# tx_dmac_sequencer

Fig. 1: tx_dmac_sequencer, local utilization
The bar under the picture is 50 microns long. The die is cut into 18 by 18 equal tiles; black is low, pale yellow is high, 0 to 100% covered.
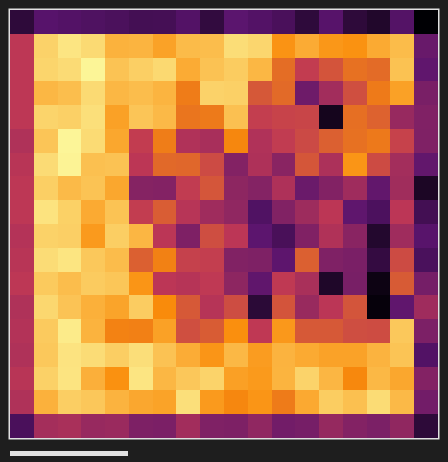
Fig. 2: tx_dmac_sequencer, the metal 1 layer
The bar under the picture is 50 microns long.
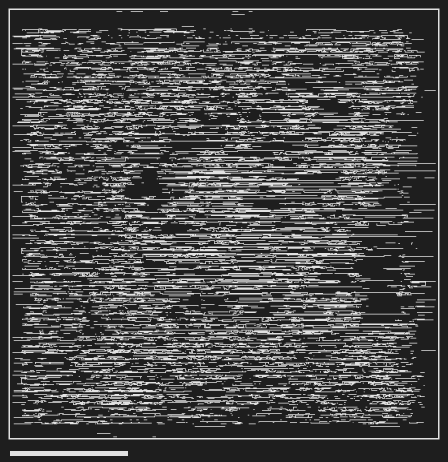
--- src/rtl/tx_dmac_sequencer.sv ---
// TX DDR read DMA control-plane sequencer: shadows the host configuration, grants DDR
// credit over the four-phase access-tick handshake, and counts bursts and ring passes.
module tx_dmac_sequencer #(
    parameter int ADDR_W     = 48,
    parameter int AUTO_CHUNK = 65536
) (
    input  logic              clk,
    input  logic              rst_n,
    input  logic              cfg_start,
    input  logic              cfg_stop,
    input  logic [1:0]        cfg_mode,
    input  logic [ADDR_W-1:0] cfg_base_addr,
    input  logic [31:0]       cfg_ring_bytes,
    input  logic [8:0]        cfg_burst_len,
    input  logic [7:0]        cfg_underflow_limit,
    input  logic              host_commit_valid,
    input  logic [16:0]       host_commit_bytes,
    output logic              host_commit_ready,
    output logic              dma_read_enable,
    output logic [ADDR_W-1:0] dma_base_address,
    output logic [31:0]       dma_burst_count,
    output logic [8:0]        dma_burst_len,
    output logic [31:0]       dma_ddr_size,
    output logic [16:0]       dma_access_size_bytes,
    output logic              dma_access_tick,
    input  logic              dma_access_tick_ack,
    input  logic              dma_burst_tick,
    input  logic              dma_read_busy,
    input  logic [7:0]        dma_underflow_count,
    output logic [2:0]        seq_state,
    output logic              seq_done,
    output logic              seq_error,
    output logic [31:0]       seq_pass_count,
    output logic [31:0]       seq_burst_count
);
    // state | meaning
    // IDLE  | waiting for cfg_start
    // CHECK | validating the shadowed configuration
    // RUN   | engine enabled, credit and burst accounting active
    // DRAIN | engine disabled, waiting for busy low and handshake closed
    // DONE  | one-cycle completion pulse
    // ERROR | bad config or underflow; drains like DRAIN, no done pulse
    typedef enum logic [2:0] {
        S_IDLE  = 3'd0,
        S_CHECK = 3'd1,
        S_RUN   = 3'd2,
        S_DRAIN = 3'd3,
        S_DONE  = 3'd4,
        S_ERROR = 3'd5
    } state_t;

    typedef enum logic [1:0] {PH_IDLE, PH_REQ, PH_WAIT} phase_t;

    localparam logic [1:0]  M_SINGLE = 2'd0;
    localparam logic [1:0]  M_LOOP   = 2'd1;
    localparam logic [1:0]  M_STREAM = 2'd2;
    localparam logic [1:0]  M_RSVD   = 2'd3;
    localparam logic [16:0] CHUNK    = 17'(AUTO_CHUNK);

    state_t              state, state_nx;
    phase_t              phase;
    logic [1:0]          mode_q;
    logic [ADDR_W-1:0]   base_q;
    logic [31:0]         ring_q;
    logic [8:0]          blen_q;
    logic [7:0]          uf_limit_q;
    logic [31:0]         credit;
    logic [16:0]         size_q;
    logic                en_q, err_q, burst_tick_q;
    logic [31:0]         pass_cnt, burst_cnt;

    logic [3:0]  blen_log2;
    logic [12:0] burst_mask;
    logic        pow2_ok, cfg_bad, stream, burst_edge, pass_done, underflow;
    logic        commit_fire, auto_fire, drained;
    logic [16:0] auto_size;

    always_comb begin
        blen_log2 = 4'd0;
        for (int i = 0; i < 9; i++) begin
            if (blen_q[i]) blen_log2 = 4'(i);
        end
    end

    assign burst_mask  = {blen_q, 4'b0000} - 13'd1;
    assign pow2_ok     = (blen_q != 9'd0) && ((blen_q & (blen_q - 9'd1)) == 9'd0);
    assign cfg_bad     = !pow2_ok || (ring_q == 32'd0) || ((ring_q[12:0] & burst_mask) != 13'd0)
                         || (mode_q == M_RSVD);
    assign stream      = (mode_q == M_STREAM);
    assign burst_edge  = dma_burst_tick && !burst_tick_q;
    assign pass_done   = (state == S_RUN) && burst_edge && (burst_cnt == dma_burst_count - 32'd1);
    assign underflow   = stream && (uf_limit_q != 8'd0) && (dma_underflow_count >= uf_limit_q);
    assign drained     = !dma_read_busy && (phase == PH_IDLE);
    assign auto_size   = (credit < 32'(AUTO_CHUNK)) ? credit[16:0] : CHUNK;
    assign auto_fire   = (state == S_RUN) && !stream && (phase == PH_IDLE) && (credit != 32'd0);
    assign commit_fire = host_commit_valid && host_commit_ready;

    assign host_commit_ready     = (state == S_RUN) && stream && (phase == PH_IDLE);
    assign dma_read_enable       = en_q;
    assign dma_base_address      = base_q;
    assign dma_burst_count       = ring_q >> (blen_log2 + 4'd4);
    assign dma_burst_len         = blen_q;
    assign dma_ddr_size          = ring_q;
    assign dma_access_size_bytes = size_q;
    assign dma_access_tick       = (phase == PH_REQ);
    assign seq_state             = state;
    assign seq_done              = (state == S_DONE);
    assign seq_error             = err_q;
    assign seq_pass_count        = pass_cnt;
    assign seq_burst_count       = burst_cnt;

    always_comb begin
        state_nx = state;
        case (state)
            S_IDLE:  if (cfg_start) state_nx = S_CHECK;
            S_CHECK: begin
                if (cfg_bad)       state_nx = S_ERROR;
                else if (cfg_stop) state_nx = S_DRAIN;
                else               state_nx = S_RUN;
            end
            S_RUN: begin
                if (underflow)
                    state_nx = S_ERROR;
                else if (cfg_stop || (pass_done && mode_q == M_SINGLE))
                    state_nx = S_DRAIN;
            end
            S_DRAIN: if (drained) state_nx = S_DONE;
            S_DONE:  state_nx = S_IDLE;
            S_ERROR: if (drained) state_nx = S_IDLE;
            default: state_nx = S_IDLE;
        endcase
    end

    always_ff @(posedge clk) begin
        if (!rst_n) begin
            state        <= S_IDLE;
            phase        <= PH_IDLE;
            mode_q       <= 2'd0;
            base_q       <= '0;
            ring_q       <= 32'd0;
            blen_q       <= 9'd0;
            uf_limit_q   <= 8'd0;
            credit       <= 32'd0;
            size_q       <= 17'd0;
            en_q         <= 1'b0;
            err_q        <= 1'b0;
            burst_tick_q <= 1'b0;
            pass_cnt     <= 32'd0;
            burst_cnt    <= 32'd0;
        end else begin
            state        <= state_nx;
            en_q         <= (state_nx == S_RUN);
            burst_tick_q <= dma_burst_tick;

            if (state == S_IDLE && cfg_start) begin
                mode_q     <= cfg_mode;
                base_q     <= cfg_base_addr;
                ring_q     <= cfg_ring_bytes;
                blen_q     <= cfg_burst_len;
                uf_limit_q <= cfg_underflow_limit;
                err_q      <= 1'b0;
                pass_cnt   <= 32'd0;
                burst_cnt  <= 32'd0;
            end else if (state_nx == S_ERROR && state != S_ERROR) begin
                err_q <= 1'b1;
            end

            if (state == S_RUN && burst_edge) begin
                if (pass_done) begin
                    burst_cnt <= 32'd0;
                    pass_cnt  <= pass_cnt + 32'd1;
                end else begin
                    burst_cnt <= burst_cnt + 32'd1;
                end
            end

            // Loop refill and a same-cycle grant can coincide, so both terms apply together.
            if (state == S_CHECK)
                credit <= stream ? 32'd0 : ring_q;
            else
                credit <= credit - (auto_fire ? 32'(auto_size) : 32'd0)
                          + ((pass_done && mode_q == M_LOOP) ? ring_q : 32'd0);

            case (phase)
                PH_IDLE: begin
                    if (auto_fire) begin
                        size_q <= auto_size;
                        phase  <= PH_REQ;
                    end else if (commit_fire && host_commit_bytes != 17'd0) begin
                        size_q <= host_commit_bytes;
                        phase  <= PH_REQ;
                    end
                end
                PH_REQ:  if (dma_access_tick_ack)  phase <= PH_WAIT;
                PH_WAIT: if (!dma_access_tick_ack) phase <= PH_IDLE;
                default: phase <= PH_IDLE;
            endcase
        end
    end
endmodule
--- config.mk ---
export PLATFORM = sky130hd
export DESIGN_NAME = tx_dmac_sequencer
export DESIGN_NICKNAME = d
export VERILOG_FILES = /design/src/rtl/tx_dmac_sequencer.sv
export SDC_FILE = /design/constraint.sdc
export NUM_CORES = 1
export LEC_CHECK = 0
export CORE_MARGIN = 5
export CORE_UTILIZATION = 53
export CTS_BUF_LIST = sky130_fd_sc_hd__clkbuf_4
export CTS_CLUSTER_SIZE = 24
export DETAILED_ROUTE_END_ITERATION = 10
export PLACE_DENSITY = 0.83
export SLEW_MARGIN = 30
export SYNTH_ARGS = -nofsm -noshare
export SYNTH_HDL_FRONTEND = slang
export SYNTH_SLANG_ARGS = --single-unit
--- constraint.sdc ---
create_clock -name clk -period 10.1 [get_ports clk]
set_clock_uncertainty 0.2 [all_clocks]
set_input_delay 2.02 -clock clk [delete_from_list [all_inputs] [get_ports clk]]
set_output_delay 2.02 -clock clk [all_outputs]
set_load 0.05 [all_outputs]
==> results.yml <==
# flow metrics
outcome:
  outcome: "completed"
setup_path:
  crit_path_end_kind: "flip-flop"
  worst_ep_arrival_time_ns: 10.05
  path_buffers: 3
  worstSetupStartpoint: "dma_burst_len[5]"
  critical_path_required_ns: 10.52
  path_class: "flip-flop to flip-flop"
  crit_slowest_cell: "or4_1"
  timing.critical_path.max_delay_family: "AND-OR/OR-AND gates"
yosys:
  synth.ff_latch_count: 220
  yosys-stat-cells: 2160
  async_flop_share_pct: 0
  post_synth.cell_area_avg_sq_um: 7.23
  ys_sh_mux_pct: 3.06
  yosysChipArea_sq_um: 15600
  simple_gate_area_share_pct: 26.2
  synth_area_sq_um: 15600
grt:
  global_route_wire_length_before_repair_microns: 101000
  gr-usage-met2_pct: 62.6
  first_global_vias: 18400
  grt_overflow: 0
  grt_use_total_pct: 37.4
route:
  avg_vias_per_cell: 6.34
  drt_iter0_drc: 2300
  drtAntennaViolNets: 0
  vias_after_detailed_routing: 18500
timing:
  final_min_period_over_clock_period_pct: 95.4
  whs_ns: 0.254
  finalSetupViolations: 0
  max_slew_margin_pct: 29.2
final_layout:
  most_frequently_placed_logic_cells_in_the_final_layout: "362 x nand2_1, 336 x clkdlybuf4s50_1, 228 x a21oi_1"
run:
  maximum_capacitance_violations: 0
pwr:
  clockNetworkPower_mw: 0.816
  combinationalPower_mw: 4.58
  power.switching_mw: 3.51
  seq_power_share_pct: 18.0
  power.share.combinational_pct: 69.6
die:
  die-height_microns: 182
  chipWidth_microns: 182
placement:
  placement.io_buffers: 337
  placed_area_sq_um: 19500
min_path:
  classification_of_the_worst_slack_hold_path: "flip-flop to flip-flop"
  timing.hold.worst.start: "dma_base_address[1]"
  worst_hold_path.num_cells: 2
clocking:
  clk_tree_root_cell: "clkbuf_4"
  clk_pin_slew_ns: 0.07
  cts_hold_buf: 0
  post_cts_resize_count: 1
  clk-insertion-delay-late_ns: 0.74
  cts_tree: "built"
About Fig. 1:
fullest tile	98%
mean over tiles	60%
tiles over 75% full	40%
effective utilization at floorplan: 54.1%
core box area: 28900 sq um
core occupancy in the finished layout: 70.3%

About Fig. 2:
main direction	horizontal
longest straight run	48.8 microns
share of all routed wire	37%
wire length on this layer	24.1 mm
nets with wire on the layer	2498
met1 Usage GRT: 44.8%
detailed-route wire length: 64900 microns

synth_stat cells (all sizes together), types with 47 or more instances:
cell,number
clkbuf,123
inv,148
nor2,86
o21ai,123
ha,66
nand3,97
nor3,74
dfxtp,220
xnor2,47
nand2,365
a21oi,229
and3,47
cell type report:
type	count	area share, %
tap	384	2.37
multi-input combinational	1646	50.1
clock buffer	82	3.03
sequential	220	21.7
antenna	4	0.0493
clock inverter	20	0.635
inverter	148	2.75
timing repair buffer	409	19.4
routing by layer:
layer | share of wire, % | wire length, microns | vias up
met5 | 0 | 0 | -
met4 | 6.3 | 4100 | 0
met3 | 9.8 | 6340 | 285
met2 | 47 | 30300 | 1206
met1 | 37 | 24100 | 8614
li1 | - | - | 8377
per-stage QoR:
step                power, mW  std cells
CTS                      6.47       2908
finish                   6.59       2913
global placement         5.58       2806
detailed placement       5.63       2806
global route             6.98       2913
floorplan                4.23       2163
worst paths after layout:
| kind | end | slack (ns) |
|---|---|---|
| max | credit[31] | 0.46 |
| min reg2reg | dma_base_address[1] | 0.25 |
| max reg2reg | credit[31] | 0.46 |
| min | dma_base_address[1] | 0.25 |

# button_debouncer

Fig. 3: button_debouncer, wire density map
The bar under the picture is 10 microns long. The die is cut into 9 by 9 equal tiles; black is low, pale yellow is high, scaled to the fullest tile. Values are wire area over tile area, all layers added.
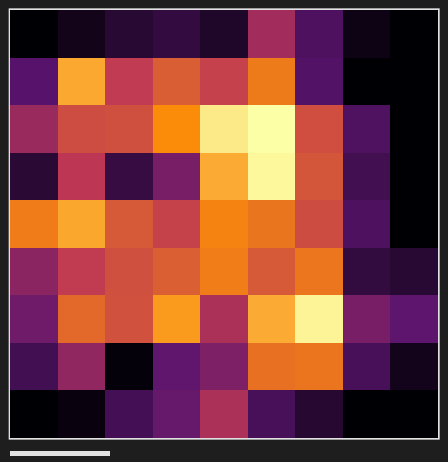
Fig. 4: button_debouncer, the metal 2 layer
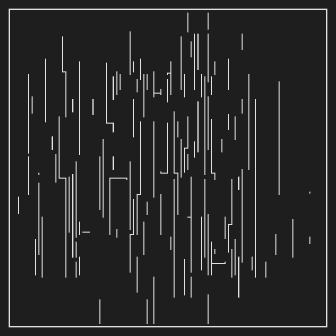
Fig. 5: button_debouncer, local utilization
The bar under the picture is 10 microns long. The die is cut into 9 by 9 equal tiles; black is low, pale yellow is high, 0 to 100% covered.
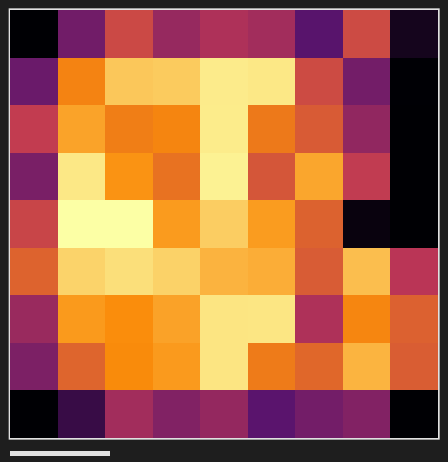
==> config.mk <==
export PLATFORM = sky130hd
export DESIGN_NAME = button_debouncer
export DESIGN_NICKNAME = d
export VERILOG_FILES = /design/src/rtl/button_debouncer.sv
export SDC_FILE = /design/constraint.sdc
export NUM_CORES = 1
export LEC_CHECK = 0
export CAP_MARGIN = 20
export CORE_MARGIN = 1
export CORE_UTILIZATION = 40
export DETAILED_ROUTE_END_ITERATION = 12
export PLACE_DENSITY_LB_ADDON = 0.15
export SLEW_MARGIN = 10
export SYNTH_ARGS = -nofsm -noshare
export SYNTH_HDL_FRONTEND = slang
export SYNTH_HIERARCHICAL = 1
export SYNTH_SLANG_ARGS = --single-unit
==> constraint.sdc <==
create_clock -name clk -period 1.1 [get_ports clk]
set_input_delay 0.11 -clock clk [delete_from_list [all_inputs] [get_ports clk]]
set_output_delay 0.11 -clock clk [all_outputs]
set_load 0.05 [all_outputs]
==> src/rtl/button_debouncer.sv <==
// Push-button debouncer: two-flop synchronizer, four-state stability FSM with
// registered level and press/release strobes, and a press counter whose
// enable is the press strobe.

// Free-running binary counter advanced by a single-cycle enable strobe.
module binary_counter #(
  parameter int unsigned W = 8
) (
  input  logic         clk,
  input  logic         rst,
  input  logic         en,
  output logic [W-1:0] count
);

  // Count enable strobes; wraps silently at 2**W.
  always_ff @(posedge clk) begin
    if (rst) begin
      count <= '0;
    end else if (en) begin
      count <= count + W'(1);
    end
  end

endmodule

module button_debouncer #(
  parameter int unsigned STABLE_CYCLES = 4
) (
  input  logic       clk,
  input  logic       rst,
  input  logic       btn_in,
  output logic       btn_level,
  output logic       press_pulse,
  output logic       release_pulse,
  output logic [7:0] press_cnt
);

  // Stability counter only ever needs to reach STABLE_CYCLES-1.
  localparam int unsigned CNT_W = (STABLE_CYCLES > 2) ? $clog2(STABLE_CYCLES) : 1;
  localparam logic [CNT_W-1:0] CNT_LAST = CNT_W'(STABLE_CYCLES - 1);
  localparam logic [CNT_W-1:0] CNT_ONE  = CNT_W'(1);

  typedef enum logic [1:0] {
    IDLE,
    PRESS_WAIT,
    PRESSED,
    RELEASE_WAIT
  } state_t;

  state_t           state;
  logic [CNT_W-1:0] cnt;
  logic             sync1;
  logic             sync2;

  // Bring the asynchronous button level into the clock domain.
  always_ff @(posedge clk) begin
    // NOTE: non-blocking assignments make sync2 take the previous sync1, which
    // is what forms the two-stage chain; blocking ones would collapse it.
    if (rst) begin
      sync1 <= 1'b0;
      sync2 <= 1'b0;
    end else begin
      sync1 <= btn_in;
      sync2 <= sync1;
    end
  end

  // Debounce FSM: a level change is accepted only after STABLE_CYCLES equal
  // synchronized samples; level and strobes are registered with the state.
  always_ff @(posedge clk) begin
    if (rst) begin
      state         <= IDLE;
      cnt           <= '0;
      btn_level     <= 1'b0;
      press_pulse   <= 1'b0;
      release_pulse <= 1'b0;
    end else begin
      press_pulse   <= 1'b0;
      release_pulse <= 1'b0;
      case (state)
        IDLE: begin
          if (sync2) begin
            state <= PRESS_WAIT;
            cnt   <= CNT_ONE;
          end else begin
            cnt <= '0;
          end
        end
        PRESS_WAIT: begin
          if (!sync2) begin
            state <= IDLE;
            cnt   <= '0;
          end else if (cnt == CNT_LAST) begin
            state       <= PRESSED;
            cnt         <= '0;
            btn_level   <= 1'b1;
            press_pulse <= 1'b1;
          end else begin
            cnt <= cnt + CNT_ONE;
          end
        end
        PRESSED: begin
          if (!sync2) begin
            state <= RELEASE_WAIT;
            cnt   <= CNT_ONE;
          end else begin
            cnt <= '0;
          end
        end
        RELEASE_WAIT: begin
          if (sync2) begin
            state <= PRESSED;
            cnt   <= '0;
          end else if (cnt == CNT_LAST) begin
            state         <= IDLE;
            cnt           <= '0;
            btn_level     <= 1'b0;
            release_pulse <= 1'b1;
          end else begin
            cnt <= cnt + CNT_ONE;
          end
        end
        default: begin
          state     <= IDLE;
          cnt       <= '0;
          btn_level <= 1'b0;
        end
      endcase
    end
  end

  // Press counter, enabled by the press strobe exactly as a downstream
  // consumer would see it.
  binary_counter #(
    .W (8)
  ) u_press_counter (
    .clk   (clk),
    .rst   (rst),
    .en    (press_pulse),
    .count (press_cnt)
  );

endmodule
==> results.yml <==
# flow metrics
outcome:
  failed_checks: "setup timing"
  outcome: "complete, but fails checks"
yosys:
  synth.ff_latch_count: 17
  yosys-stat-cells: 68
  synth-xor-area-share_pct: 6.54
  enable_flop_cells: 0
  synth_area_sq_um: 669
final_layout:
  top_area_cell_class: "registers"
  nMultiInputCombCells: 46
  nFillCells: 117
  final_layout_top_logic_cell: "buf_12"
  buffers_excl_clock: 24
timing:
  max_slew_margin_pct: 83.0
  timing.final.ws_setup_ns: -0.00249
  finalSetupViolations: 1
  whs_ns: 0.375
  rsz_0062_raised_after_global_routing: "true"
grt:
  first_global_vias: 499
die:
  chipWidth_microns: 42.9
placement:
  placed_cells: 97
setup_path:
  timing.critical_path.max_delay_family: "flip-flops"
  crit_path_end_kind: "flip-flop"
min_path:
  classification_of_the_worst_slack_hold_path: "primary input to flip-flop"
About Fig. 3:
tiles over half the peak	42%
mean over tiles	0.11
emptiest ninth of the die	top right
detailed-route wire length: 1320 microns
detail-routed net length per standard cell: 12.2 microns

About Fig. 4:
wire length on this layer	623 microns
share of all routed wire	47%
nets with wire on the layer	81
vias after detailed routing: 551
global routing usage on met2: 23.9%

About Fig. 5:
nearly empty tiles	8.6%
mean over tiles	58%
tiles over 75% full	36%
fullest tile	100%
emptiest ninth of the die	top right
core occupancy in the finished layout: 70.8%
core box area: 1540 sq um
effective utilization at floorplan: 43.4%

==> worst reg2reg max path: cells and delay by family, from the launching register on <==
kind                     cells  cell delay [ns]
adder cells (fa/ha/maj)      1             0.15
AND/OR/NAND/NOR              2             0.39
AND-OR/OR-AND                1             0.11
flip-flops                   1             0.40
==> worst max path at each step <==
stage,slack [ns],endpoint,cells after the start,start
floorplan,-0.06,u_press_counter/count[5],4,press_pulse
global placement,-0.008,btn_level,3,rst
detailed placement,-0.02,btn_level,3,cnt[0]
CTS,0.003,u_press_counter/count[6],4,u_press_counter/count[1]
global route,-0.09,u_press_counter/count[6],4,u_press_counter/count[1]
finish,-0.002,u_press_counter/count[6],4,u_press_counter/count[1]
==> what timing repair did <==
action                                  4_1_cts  5_1_grt
setup buffers                                 1        6
endpoints found under the setup margin        2        6
gates resized                                 1        5
==> routing by layer <==
layer / part of all wire (%) / GRT usage, % / wire [microns]
met5: 0 / 0 / 0
met4: 0 / 7.50 / 0
met3: 3.3 / 6.38 / 44
met2: 47 / 23.9 / 622
met1: 49 / 19.8 / 647


## Gallery

Track usage over the die.
Plate I
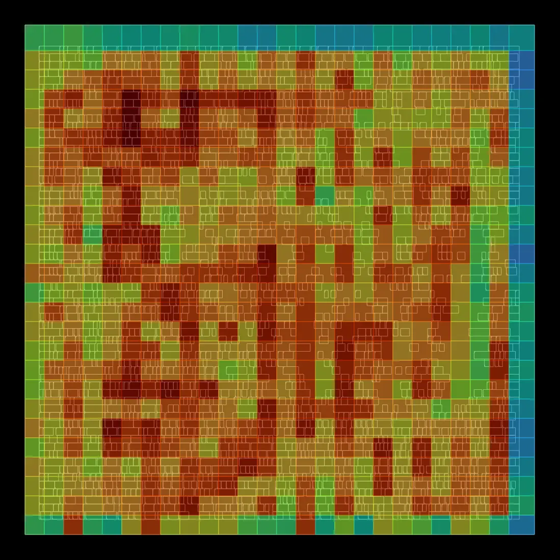
Plate II
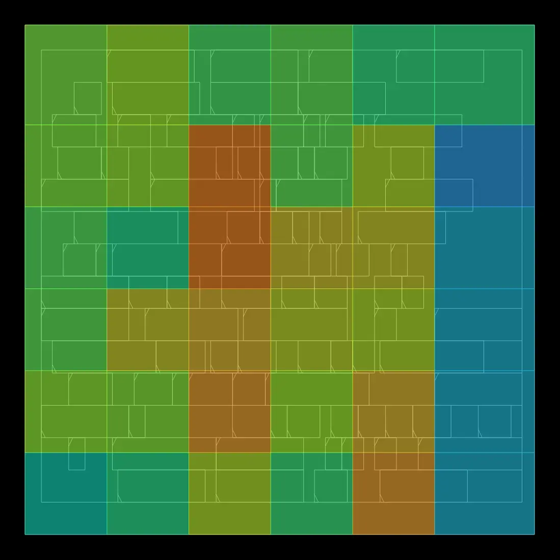
The one with the most wire per cell is Plate I.
The one with the highest track usage is Plate I.
Plate II is button_debouncer.
Plate I is tx_dmac_sequencer.

Power and IR drop assume default switching activity.
